==================== block 1
Block 1, track usage over the die:
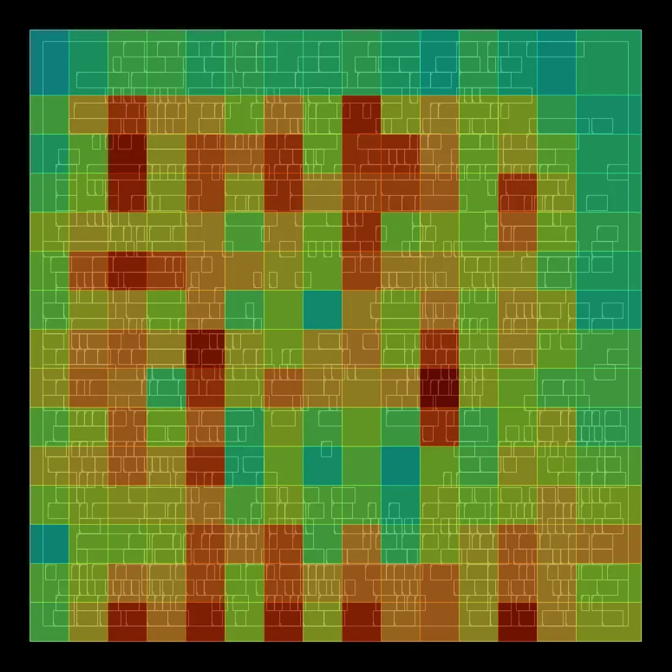

## config.mk

```make
export PLATFORM = sky130hd
export DESIGN_NAME = dmem_arbiter
export DESIGN_NICKNAME = d
export VERILOG_FILES = /design/src/rtl/dmem_arbiter.sv
export SDC_FILE = /design/constraint.sdc
export NUM_CORES = 1
export LEC_CHECK = 0
export ABC_AREA = 1
export CAP_MARGIN = 20
export CORE_MARGIN = 2
export CORE_UTILIZATION = 35
export CTS_BUF_LIST = sky130_fd_sc_hd__clkbuf_4
export CTS_CLUSTER_DIAMETER = 50
export DETAILED_ROUTE_END_ITERATION = 12
export GPL_ROUTABILITY_DRIVEN = 1
export GPL_TIMING_DRIVEN = 0
export HOLD_SLACK_MARGIN = 0.03
export PLACE_DENSITY = 0.8
export RECOVER_POWER = 25
export SYNTH_ARGS = -nofsm -noshare
export SYNTH_HDL_FRONTEND = slang
export SYNTH_SLANG_ARGS = --single-unit
```

## constraint.sdc

```tcl
create_clock -name clk -period 3.35 [get_ports clk]
set_input_delay 0.67 -clock clk [delete_from_list [all_inputs] [get_ports clk]]
set_output_delay 0.67 -clock clk [all_outputs]
set_load 0.05 [all_outputs]
```

## src/rtl/dmem_arbiter.sv

```systemverilog
// Two-port data-memory arbiter: grants one valid/ready request per cycle onto the
// shared memory port, bounds monopolisation with a hold counter, registers read data.
module dmem_arbiter #(
   parameter int ADDR_W   = 9,
   parameter int DATA_W   = 32,
   parameter int MAX_HOLD = 4
) (
   input  logic                          clk,
   input  logic                          rst,
   input  logic                          req0_valid,
   input  logic                          req0_write,
   input  logic [2:0]                    req0_op,
   input  logic [ADDR_W-1:0]             req0_addr,
   input  logic [DATA_W-1:0]             req0_wdata,
   output logic                          req0_ready,
   input  logic                          req1_valid,
   input  logic                          req1_write,
   input  logic [2:0]                    req1_op,
   input  logic [ADDR_W-1:0]             req1_addr,
   input  logic [DATA_W-1:0]             req1_wdata,
   output logic                          req1_ready,
   output logic                          rsp0_valid,
   output logic [DATA_W-1:0]             rsp0_rdata,
   output logic                          rsp1_valid,
   output logic [DATA_W-1:0]             rsp1_rdata,
   output logic                          memwrite,
   output logic                          memread,
   output logic [2:0]                    memop,
   output logic [ADDR_W-1:0]             memaddr,
   output logic [DATA_W-1:0]             memdatain,
   input  logic [DATA_W-1:0]             memdataout,
   output logic [1:0]                    dbg_state,
   output logic [$clog2(MAX_HOLD+1)-1:0] dbg_hold_cnt,
   output logic                          dbg_rr
);

   localparam int HW = $clog2(MAX_HOLD+1);
   localparam logic [HW-1:0] HOLD_MAX = HW'(MAX_HOLD);

   typedef enum logic [1:0] {IDLE = 2'd0, OWN0 = 2'd1, OWN1 = 2'd2} state_t;

   state_t        state, state_nxt;
   logic [HW-1:0] hold_cnt, hold_nxt;
   logic          rr, rr_nxt;
   logic          gnt0, gnt1;

   // Handshake: a request transfers on a rising edge where valid && ready; ready is
   // combinational from valid and arbiter state, valid never depends on ready, and
   // request fields are held stable while valid is high and ready is low.
   always_comb begin
      gnt0 = 1'b0;
      gnt1 = 1'b0;
      case (state)
         IDLE: begin
            if (req0_valid && req1_valid) begin
               gnt0 = ~rr;
               gnt1 = rr;
            end else begin
               gnt0 = req0_valid;
               gnt1 = req1_valid;
            end
         end
         OWN0: begin
            if (req0_valid && (hold_cnt < HOLD_MAX || !req1_valid)) gnt0 = 1'b1;
            else                                                    gnt1 = req1_valid;
         end
         OWN1: begin
            if (req1_valid && (hold_cnt < HOLD_MAX || !req0_valid)) gnt1 = 1'b1;
            else                                                    gnt0 = req0_valid;
         end
         default: ;
      endcase
      // Held reset masks grants so nothing reaches memory, even mid-cycle.
      if (!rst) begin
         gnt0 = 1'b0;
         gnt1 = 1'b0;
      end
   end

   always_comb begin
      state_nxt = IDLE;
      hold_nxt  = '0;
      rr_nxt    = rr;
      if (gnt0) begin
         if (state == OWN0) begin
            state_nxt = OWN0;
            hold_nxt  = (hold_cnt == HOLD_MAX) ? hold_cnt : hold_cnt + 1'b1;
         end else begin
            state_nxt = OWN0;
            hold_nxt  = HW'(1);
            rr_nxt    = 1'b1;
         end
      end else if (gnt1) begin
         if (state == OWN1) begin
            state_nxt = OWN1;
            hold_nxt  = (hold_cnt == HOLD_MAX) ? hold_cnt : hold_cnt + 1'b1;
         end else begin
            state_nxt = OWN1;
            hold_nxt  = HW'(1);
            rr_nxt    = 1'b0;
         end
      end
   end

   always_comb begin
      memwrite  = 1'b0;
      memread   = 1'b0;
      memop     = '0;
      memaddr   = '0;
      memdatain = '0;
      if (gnt0) begin
         memwrite  = req0_write;
         memread   = ~req0_write;
         memop     = req0_op;
         memaddr   = req0_addr;
         memdatain = req0_wdata;
      end else if (gnt1) begin
         memwrite  = req1_write;
         memread   = ~req1_write;
         memop     = req1_op;
         memaddr   = req1_addr;
         memdatain = req1_wdata;
      end
   end

   always_ff @(posedge clk or negedge rst) begin
      if (!rst) begin
         state    <= IDLE;
         hold_cnt <= '0;
         rr       <= 1'b0;
      end else begin
         state    <= state_nxt;
         hold_cnt <= hold_nxt;
         rr       <= rr_nxt;
      end
   end

   // Read data is captured at the accepting edge; rdata holds between reads.
   always_ff @(posedge clk or negedge rst) begin
      if (!rst) begin
         rsp0_valid <= 1'b0;
         rsp0_rdata <= '0;
         rsp1_valid <= 1'b0;
         rsp1_rdata <= '0;
      end else begin
         rsp0_valid <= gnt0 & ~req0_write;
         rsp1_valid <= gnt1 & ~req1_write;
         if (gnt0 && !req0_write) rsp0_rdata <= memdataout;
         if (gnt1 && !req1_write) rsp1_rdata <= memdataout;
      end
   end

   assign req0_ready   = gnt0;
   assign req1_ready   = gnt1;
   assign dbg_state    = state;
   assign dbg_hold_cnt = hold_cnt;
   assign dbg_rr       = rr;

endmodule

```

==================== block 2
## src/rtl/wb_port_arbiter.sv

```systemverilog
// Register-file write-port arbiter: pipeline writes win, late-unit results queue in a FIFO.
// Optional same-cycle bypass of an empty FIFO is enabled by defining WBARB_BYPASS_EN.
module wb_port_arbiter #(
  parameter int WIDTH   = 32,
  parameter int DEPTH   = 4,
  parameter int AGE_MAX = 8
) (
  input  logic                     clk,
  input  logic                     rst_n,
  input  logic                     RegWriteW,
  input  logic [4:0]               RdW,
  input  logic [WIDTH-1:0]         ResultW,
  input  logic                     lu_valid,
  output logic                     lu_ready,
  input  logic [4:0]               lu_rd,
  input  logic [WIDTH-1:0]         lu_data,
  output logic                     rf_we,
  output logic [4:0]               rf_waddr,
  output logic [WIDTH-1:0]         rf_wdata,
  output logic [31:0]              pend_mask,
  output logic [$clog2(DEPTH):0]   pend_cnt,
  output logic                     bubble_req
);

  localparam int PW = $clog2(DEPTH);
  localparam int CW = PW + 1;
  localparam int AW = $clog2(AGE_MAX + 1);

  logic [DEPTH-1:0] ent_valid;
  logic [DEPTH-1:0] ent_live;
  logic [4:0]       ent_rd   [DEPTH];
  logic [WIDTH-1:0] ent_data [DEPTH];
  logic [PW-1:0]    wptr, rptr;
  logic [CW-1:0]    count;
  logic [AW-1:0]    age;

  logic             pipe_wr;
  logic             head_valid, head_live, head_writable;
  logic [4:0]       head_rd;
  logic [WIDTH-1:0] head_data;
  logic             pop, accept, bypass, enq_live;

  assign pipe_wr       = RegWriteW && (RdW != 5'd0);
  assign head_valid    = (count != '0);
  assign head_live     = ent_live[rptr];
  assign head_rd       = ent_rd[rptr];
  assign head_data     = ent_data[rptr];
  assign head_writable = head_valid && head_live && (head_rd != 5'd0);

  // Dead heads (killed or x0) retire even while the pipeline owns the port.
  assign pop      = head_valid && (!head_live || (head_rd == 5'd0) || !pipe_wr);
  assign lu_ready = (count < CW'(DEPTH));
  assign pend_cnt = count;

`ifdef WBARB_BYPASS_EN
  assign bypass = (count == '0) && !pipe_wr && lu_valid;
`else
  assign bypass = 1'b0;
`endif

  assign accept   = lu_valid && lu_ready && !bypass;
  assign enq_live = !(pipe_wr && (lu_rd == RdW));

  always_comb begin
    rf_we    = 1'b0;
    rf_waddr = 5'd0;
    rf_wdata = '0;
    if (rst_n) begin
      if (pipe_wr) begin
        rf_we    = 1'b1;
        rf_waddr = RdW;
        rf_wdata = ResultW;
      end else if (bypass) begin
        rf_we    = 1'b1;
        rf_waddr = lu_rd;
        rf_wdata = lu_data;
      end else if (head_writable) begin
        rf_we    = 1'b1;
        rf_waddr = head_rd;
        rf_wdata = head_data;
      end
    end
  end

  always_comb begin
    pend_mask = '0;
    for (int i = 0; i < DEPTH; i++) begin
      if (ent_valid[i] && ent_live[i] && (ent_rd[i] != 5'd0))
        pend_mask[ent_rd[i]] = 1'b1;
    end
  end

  // Payload storage needs no reset; occupancy is tracked by ent_valid/count.
  always_ff @(posedge clk) begin
    if (accept) begin
      ent_rd[wptr]   <= lu_rd;
      ent_data[wptr] <= lu_data;
    end
  end

  always_ff @(posedge clk or negedge rst_n) begin
    if (!rst_n) begin
      ent_valid  <= '0;
      ent_live   <= '0;
      wptr       <= '0;
      rptr       <= '0;
      count      <= '0;
      age        <= '0;
      bubble_req <= 1'b0;
    end else begin
      if (pipe_wr) begin
        for (int i = 0; i < DEPTH; i++) begin
          if (ent_rd[i] == RdW)
            ent_live[i] <= 1'b0;
        end
      end
      if (pop) begin
        ent_valid[rptr] <= 1'b0;
        rptr            <= rptr + PW'(1);
      end
      // The enqueue slot is written last so its live bit already accounts for a same-cycle kill.
      if (accept) begin
        ent_valid[wptr] <= 1'b1;
        ent_live[wptr]  <= enq_live;
        wptr            <= wptr + PW'(1);
      end
      unique case ({accept, pop})
        2'b10:   count <= count + CW'(1);
        2'b01:   count <= count - CW'(1);
        default: count <= count;
      endcase
      if (pop)
        age <= '0;
      else if (head_writable && pipe_wr && (age != AW'(AGE_MAX)))
        age <= age + AW'(1);
      bubble_req <= !pop && (age == AW'(AGE_MAX));
    end
  end

endmodule

```

## config.mk

```make
export PLATFORM = sky130hd
export DESIGN_NAME = wb_port_arbiter
export DESIGN_NICKNAME = d
export VERILOG_FILES = /design/src/rtl/wb_port_arbiter.sv
export SDC_FILE = /design/constraint.sdc
export NUM_CORES = 1
export LEC_CHECK = 0
export ABC_CLOCK_PERIOD_IN_PS = 3700
export CORE_MARGIN = 4
export CORE_UTILIZATION = 40
export DETAILED_ROUTE_END_ITERATION = 10
export GPL_TIMING_DRIVEN = 0
export PLACE_DENSITY = 0.72
export SYNTH_ARGS = -nofsm -noshare
export SYNTH_HDL_FRONTEND = slang
export SYNTH_SLANG_ARGS = --single-unit
```

## constraint.sdc

```tcl
create_clock -name clk -period 3.7 [get_ports clk]
set_clock_uncertainty 0.1 [all_clocks]
set_input_delay 0.555 -clock clk [delete_from_list [all_inputs] [get_ports clk]]
set_output_delay 0.555 -clock clk [all_outputs]
set_load 0.01 [all_outputs]
```


==> gallery <==
Metal layers overlaid.
picture 1
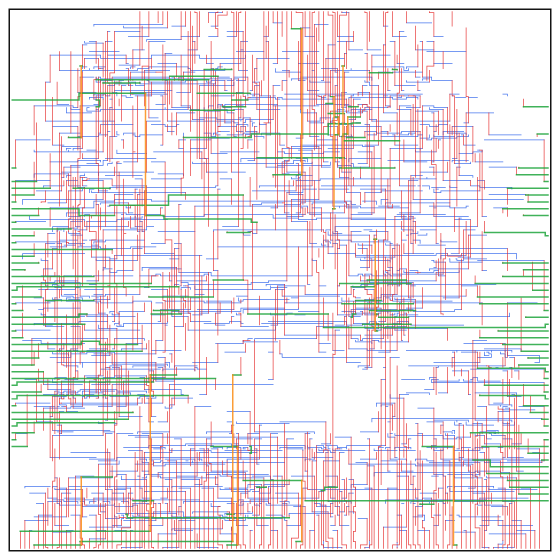
picture 2
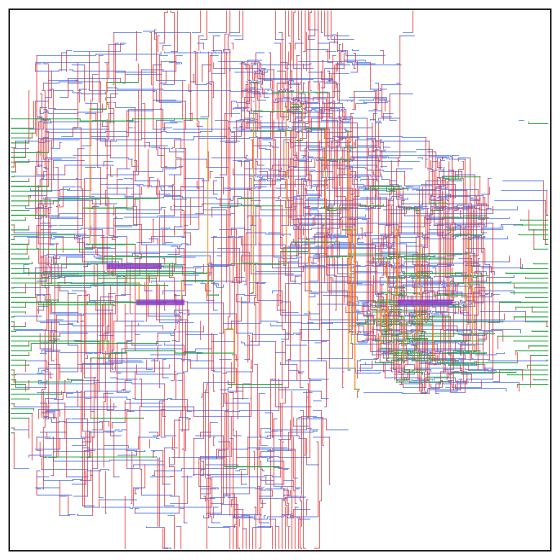
Picture 2 comes from block 2.
Picture 1 comes from block 1.
Of these, most wire: picture 2

Block 2, cell classes on the final placement:
The bar under the picture is 50 um long.
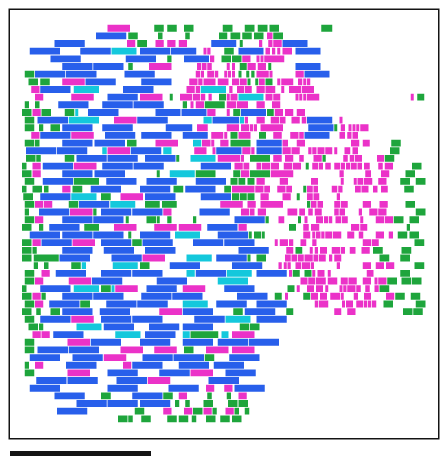
legend:
  other buffers and delay cells:
    color: green
    cells: 209
  clock drivers and dummy loads:
    color: cyan
    cells: 30
  flops:
    color: blue
    cells: 168
  combinational and other logic:
    color: magenta
    cells: 369
area of the core: 20300 sq um
final standard cell utilization of the core: 53.1%
num rows: 52

==> results.txt, block 2 <==
Purpose: to document the outcome of synthesis and place and route.

Pwr
The logic gate share of total power is a little over a third. Looking at the group totals, the largest power group turns out to be sequential cells.

GRT
The wire length of the first global-routing pass is 34800 um.

Worst setup path
The register-to-register setup slack is 180 ps. The logic depth of the worst path, buffers included is 8. The critical path capture point is rf_wdata[12]. The category of the worst setup path capture point is a primary output. The length in cells of the worst reg-to-reg path is 12. The data arrival time of the worst path is 3050 ps.

Route
Detailed routing placed a total of 2010 um of wire on met3. The wire length on met1 is 9240 um. The number of iterations in the first detailed-routing pass is 5.

Yosys
The number of enable flip-flop cells is 148. The library cell occupying the most area in the post-synthesis netlist is edfxtp_1. The synthesized netlist has a Yosys-reported chip area of 8290 sq um. The synthesized netlist net count is 673.

Outcome
The flow ran to the end, but the final reports show violations. The checks that failed: setup timing.

STA
The last timing report of the flow puts the setup violation total at 7. The final critical-path setup slack is -9.17 ps.

Die
From bottom edge to top edge, the die measures 152 um.
-- block 2: area by class of cell --
cell class              instances  area, sq um  share of cell area (%)
plain buffers                  34          186                    1.73
multi-input cells             350         3070                    28.4
repair buffers                175         1620                    15.0
well taps                     270          338                    3.13
flip-flops and latches        168         4950                    45.9
inverters                      19         71.3                   0.661
clock inverters                11          125                    1.16
clock buffers                  19          433                    4.01
-- block 2: what timing repair did --
action / 4_1_cts / 5_1_grt
endpoints found under the setup margin: 33 / 37
gates resized: 139 / 5
pin swaps: 3 / 26
gates cloned: 1 / 2
buffers inserted: 17 / 6
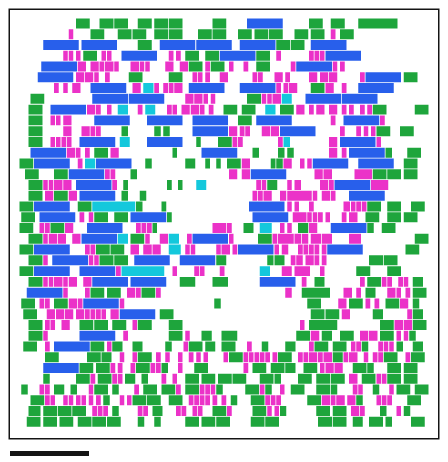
Block 1: cell classes on the final placement
The bar under the picture is 20 um long.
legend:
  other buffers and delay cells:
    color: green
    cells: 283
  flops:
    color: blue
    cells: 72
  combinational and other logic:
    color: magenta
    cells: 391
  clock drivers and dummy loads:
    color: cyan
    cells: 16

Notes on 'track usage over the die' of block 1 above:
met3 usage in global routing: 9.58%
final standard cell utilization of the core: 60.3%
routed length per placed instance: 16.4 um

==> results.txt, block 1 <==
Purpose: to document the outcome of synthesis and place and route.

Outcome
The flow ran to the end, and the final reports show no timing, DRC or antenna violations.

GRT
The most heavily used metal layer in global routing is met2.

Worst setup path
For reference, the critical path is captured by memdatain[1]. The worst setup path is captured at a primary output. The maximum cell stage delay along the critical path is 560 ps. The worst register-to-register path has a setup slack of around 1400 ps.

The data arrival time of the worst path is 2550 ps. The most common cell type on the critical path is nand2_1. The cell with the largest stage delay on the worst path is clkdlybuf4s50_1.

The terminus of the critical flop-to-flop path is rsp0_rdata[20].

Flow run
In this run the tools logged warnings totalling 28.

Cells and area
The count of non-filler cells in the finished layout is 902. The count of multi-input combinational gates is 377. The sequential portion of the cell area is around 28%. The share of the final layout cell area in multi-input gates is 26.9%. After filler insertion, the fill cell instance count of the layout stands at about 1.0k. The non-clock buffer instance count of the final layout is roughly 280.

STA
The final report lists the setup-violating endpoint count as 0. The slew check shows that the tightest pin keeps a relative margin of 62.2%. The count of pins over their slew limit is 0.

Die
For this floorplan the total number of well-tap instances is 140. Per the OpenROAD floorplan log, the height of the die is approximately 110 um.

Yosys
The most frequently used library cell after synthesis is nand2_1. Summing all multiplexer cells gives an area fraction of 0%. The synthesis-stage register bit count is a little over 70.

Pwr
Registers are responsible for 27.4% of the overall power. In this run, power in combinational logic comes to slightly above 3000 uW.

Clock tree
In this run the deepest clock path goes through 2 buffers. The post-CTS hold buffer count recorded in the log is 0. Clock latency on the worst-skew pair, taken at its later pin, is 420 ps.

Route
The number of iterations in the first detailed-routing pass is 8. The wire length on met1 is between 5000 and 6000 um.

Place
The number of placed instances with taps included is 883.
block 1: cell usage in the layout, fill, tap and decap left out, drive strengths merged:
| master | count |
|---|---|
| buf | 50 |
| bufinv | 2 |
| clkbuf | 45 |
| clkdlybuf4s15 | 1 |
| clkdlybuf4s18 | 1 |
| clkdlybuf4s50 | 195 |
| clkinv | 3 |
| clkinvlp | 1 |
| dfrtp | 72 |
| dlygate4sd2 | 1 |
| ha | 2 |
| inv | 14 |
| nand2 | 285 |
| nand3 | 9 |
| nand3b | 2 |
| nand4 | 69 |
| nor2 | 5 |
| o211ai | 1 |
| o21ai | 2 |
| or2 | 1 |
| xor2 | 1 |

==================== block 3
$ cat config.mk
export PLATFORM = sky130hd
export DESIGN_NAME = lcd_line_buffer
export DESIGN_NICKNAME = d
export VERILOG_FILES = /design/src/rtl/lcd_line_buffer.sv
export SDC_FILE = /design/constraint.sdc
export NUM_CORES = 1
export LEC_CHECK = 0
export CAP_MARGIN = 0
export CORE_UTILIZATION = 60
export CTS_CLUSTER_DIAMETER = 150
export DETAILED_ROUTE_END_ITERATION = 6
export GPL_TIMING_DRIVEN = 0
export PLACE_DENSITY = 0.77
export SLEW_MARGIN = 20
export SYNTH_ARGS = -nofsm -noshare
export SYNTH_HDL_FRONTEND = slang
export SYNTH_SLANG_ARGS = --single-unit
$ cat constraint.sdc
create_clock -name clock -period 3.9 [get_ports clock]
set_input_delay 0.585 -clock clock [delete_from_list [all_inputs] [get_ports clock]]
set_output_delay 0.585 -clock clock [all_outputs]
set_load 0.03 [all_outputs]
$ cat src/rtl/lcd_line_buffer.sv
// lcd_line_buffer: captures the LCD pixel stream into two ping-pong line banks.
// Each complete line is replayed on a valid/ready stream tagged with x/y and
// start/end markers. Lines that are short, overlong, or find no free bank are
// discarded and counted.
module lcd_line_buffer #(
    parameter int LINE_WIDTH = 160,
    parameter int X_BITS     = 8,
    parameter int DROP_BITS  = 8
) (
    input  logic                 clock,
    input  logic                 reset,
    input  logic [1:0]           pixel_data,
    input  logic                 pixel_latch,
    input  logic                 hsync,
    input  logic                 vsync,
    output logic [1:0]           out_data,
    output logic                 out_valid,
    input  logic                 out_ready,
    output logic [X_BITS-1:0]    out_x,
    output logic [X_BITS-1:0]    out_y,
    output logic                 out_sol,
    output logic                 out_eol,
    output logic                 out_sof,
    output logic                 frame_sync,
    output logic                 in_sync,
    output logic [DROP_BITS-1:0] drop_count
);
    // One extra bit so the write counter can hold LINE_WIDTH itself.
    localparam int CW = X_BITS + 1;
    localparam logic [CW-1:0]     LW     = CW'(LINE_WIDTH);
    localparam logic [X_BITS-1:0] LAST_X = X_BITS'(LINE_WIDTH - 1);

    typedef enum logic { WAIT_VSYNC, CAPTURE } wr_state_t;
    typedef enum logic { IDLE, STREAM }        rd_state_t;

    logic [1:0] mem [2][LINE_WIDTH];

    logic                        hsync_q, vsync_q;
    logic                        hsync_edge, vsync_edge;
    wr_state_t                   wr_state;
    logic                        wr_bank;
    logic [CW-1:0]               wr_x;
    logic [X_BITS-1:0]           wr_y;
    logic                        overlong;
    logic                        blocked;
    logic [1:0]                  bank_full;
    logic [1:0][X_BITS-1:0]      bank_y;
    rd_state_t                   rd_state;
    logic                        rd_bank;

    logic                        rd_free;
    logic                        wr_bank_free;
    logic                        pix_in_range;
    logic                        store;
    logic [CW-1:0]               x_next;
    logic                        long_next;
    logic                        blocked_next;
    logic                        line_good;
    logic [X_BITS-1:0]           rd_x_next;

    // Edge detect, bank availability and end-of-line verdict for this cycle.
    always_comb begin
        hsync_edge   = hsync & ~hsync_q;
        vsync_edge   = vsync & ~vsync_q;
        rd_free      = (rd_state == STREAM) && out_valid && out_ready && out_eol;
        // A bank released by the reader this very cycle is already usable.
        wr_bank_free = !bank_full[wr_bank] || (rd_free && (rd_bank == wr_bank));
        pix_in_range = pixel_latch && (wr_x < LW);
        store        = (wr_state == CAPTURE) && pix_in_range && wr_bank_free;
        x_next       = pix_in_range ? wr_x + CW'(1) : wr_x;
        long_next    = overlong || (pixel_latch && (wr_x >= LW));
        // Any pixel that arrived while the bank was still held spoils the line.
        blocked_next = blocked || (pix_in_range && !wr_bank_free);
        line_good    = (x_next == LW) && !long_next && !blocked_next && wr_bank_free;
        rd_x_next    = out_x + X_BITS'(1);
    end

    // Pixel storage; contents need no reset because bank_full gates every read.
    always_ff @(posedge clock) begin
        if (store) mem[wr_bank][wr_x[X_BITS-1:0]] <= pixel_data;
    end

    // Writer: sync tracking, line bookkeeping, bank ownership and drop count.
    always_ff @(posedge clock) begin
        if (reset) begin
            hsync_q    <= 1'b0;
            vsync_q    <= 1'b0;
            frame_sync <= 1'b0;
            in_sync    <= 1'b0;
            drop_count <= '0;
            wr_state   <= WAIT_VSYNC;
            wr_bank    <= 1'b0;
            wr_x       <= '0;
            wr_y       <= '0;
            overlong   <= 1'b0;
            blocked    <= 1'b0;
            bank_full  <= '0;
            bank_y     <= '0;
        end else begin
            hsync_q    <= hsync;
            vsync_q    <= vsync;
            frame_sync <= vsync_edge;
            if (rd_free) bank_full[rd_bank] <= 1'b0;
            case (wr_state)
                WAIT_VSYNC: begin
                    if (vsync_edge) begin
                        wr_state <= CAPTURE;
                        in_sync  <= 1'b1;
                        wr_x     <= '0;
                        wr_y     <= '0;
                        overlong <= 1'b0;
                        blocked  <= 1'b0;
                    end
                end
                CAPTURE: begin
                    wr_x     <= x_next;
                    overlong <= long_next;
                    blocked  <= blocked_next;
                    if (hsync_edge) begin
                        if (line_good) begin
                            bank_full[wr_bank] <= 1'b1;
                            bank_y[wr_bank]    <= wr_y;
                            wr_bank            <= ~wr_bank;
                        end else if (drop_count != '1) begin
                            drop_count <= drop_count + DROP_BITS'(1);
                        end
                        wr_x     <= '0;
                        overlong <= 1'b0;
                        blocked  <= 1'b0;
                        if (wr_y != '1) wr_y <= wr_y + X_BITS'(1);
                    end
                    // Frame start wins over the hsync row advance; partial line is lost silently.
                    if (vsync_edge) begin
                        wr_x     <= '0;
                        wr_y     <= '0;
                        overlong <= 1'b0;
                        blocked  <= 1'b0;
                    end
                end
                default: wr_state <= WAIT_VSYNC;
            endcase
        end
    end

    // Reader: replays full banks in fill order with registered stream outputs.
    always_ff @(posedge clock) begin
        if (reset) begin
            rd_state  <= IDLE;
            rd_bank   <= 1'b0;
            out_valid <= 1'b0;
            out_data  <= '0;
            out_x     <= '0;
            out_y     <= '0;
            out_sol   <= 1'b0;
            out_eol   <= 1'b0;
            out_sof   <= 1'b0;
        end else begin
            case (rd_state)
                IDLE: begin
                    if (bank_full[rd_bank]) begin
                        rd_state  <= STREAM;
                        out_valid <= 1'b1;
                        out_x     <= '0;
                        out_data  <= mem[rd_bank][0];
                        out_y     <= bank_y[rd_bank];
                        out_sol   <= 1'b1;
                        out_eol   <= (LINE_WIDTH == 1);
                        out_sof   <= (bank_y[rd_bank] == '0);
                    end
                end
                STREAM: begin
                    if (out_valid && out_ready) begin
                        if (out_eol) begin
                            rd_state  <= IDLE;
                            rd_bank   <= ~rd_bank;
                            out_valid <= 1'b0;
                            out_sol   <= 1'b0;
                            out_eol   <= 1'b0;
                            out_sof   <= 1'b0;
                        end else begin
                            out_x    <= rd_x_next;
                            out_data <= mem[rd_bank][rd_x_next];
                            out_sol  <= 1'b0;
                            out_sof  <= 1'b0;
                            out_eol  <= (rd_x_next == LAST_X);
                        end
                    end
                end
                default: rd_state <= IDLE;
            endcase
        end
    end
endmodule

==> results.txt <==
Purpose: to document the outcome of synthesis and place and route.

Outcome
The run finished with clean final reports.

Worst setup path
Data arrives at the worst endpoint at 4340 ps. The startpoint identified for the worst register-to-register timing path is out_x[0].

GRT
The first global-routing pass estimated 118000 um of wire. Recorded from the global router log, the overflow total was 0.

Route
The highest metal layer with signal wires is met4. Per the detail_route log, met3 wirelength is 9420 um. The count of antenna-violating nets left after detailed routing is 0.

Cells and area
The share of the final layout cell area in multi-input gates is 25.2%. The area growth from synthesis to layout is 12.2%.

Yosys
The synthesis-stage register bit count is 716. The synthesized netlist occupies a cell area of ~30000 sq um.

Die
The number of cell rows is 81. In this run the horizontal extent of the chip is 225 um. The top-level port count is 40.

STA
The clock skew is 36.3 ps.
==> kinds of logic after synthesis <==
logic type / Yosys count / synth area share, %
fa+ha+maj: 8 / 0.334
buf+inv: 146 / 2.68
xor+xnor: 23 / 0.735
simple gates: 632 / 9.00
flops: 716 / 69.3
compound gates: 139 / 3.07
mux: 238 / 14.9
==> report_power, final <==
group          internal (uW)  switching, uW
logic                   38.0            162
clock network           3660           2850
registers               8350           5.27
==> repair_timing <==
item                       4_1_cts  5_1_grt
setup buffers                    0        0
gates resized                   16        5
setup endpoints to repair        2        2
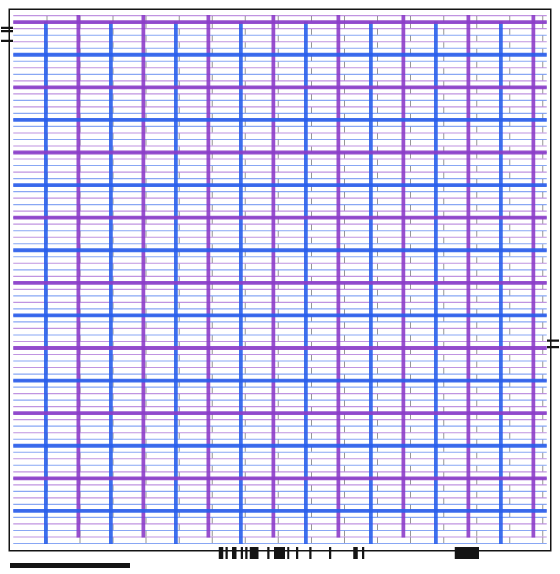
Block 3: supply network
The bar under the picture is 50 um long. Pins as bars on the die edge. Tap cells in gray.
legend:
  VSS:
    color: blue
  VDD:
    color: purple
met4 straps: 16
met5 straps: 16

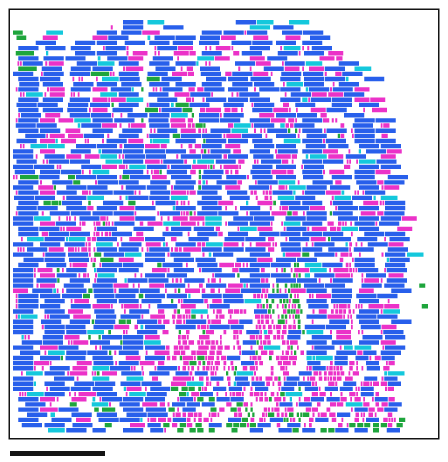
Block 3: cell classes on the final placement
The bar under the picture is 50 um long.
legend:
  flops:
    color: blue
    cells: 716
  combinational and other logic:
    color: magenta
    cells: 1053
  other buffers and delay cells:
    color: green
    cells: 177
  clock drivers and dummy loads:
    color: cyan
    cells: 129

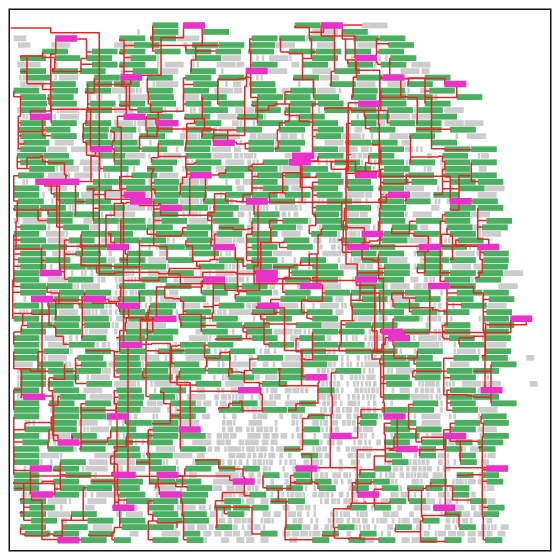
Block 3: clock network drawn from the DEF
legend:
  flip-flops:
    color: green
    count: 716
  clock wires:
    color: red
    length: 7720 um
  clock drivers:
    color: magenta
    count: 71
flops lie: spread over the die


No activity file was given, so power comes from the tool's default toggle rates.
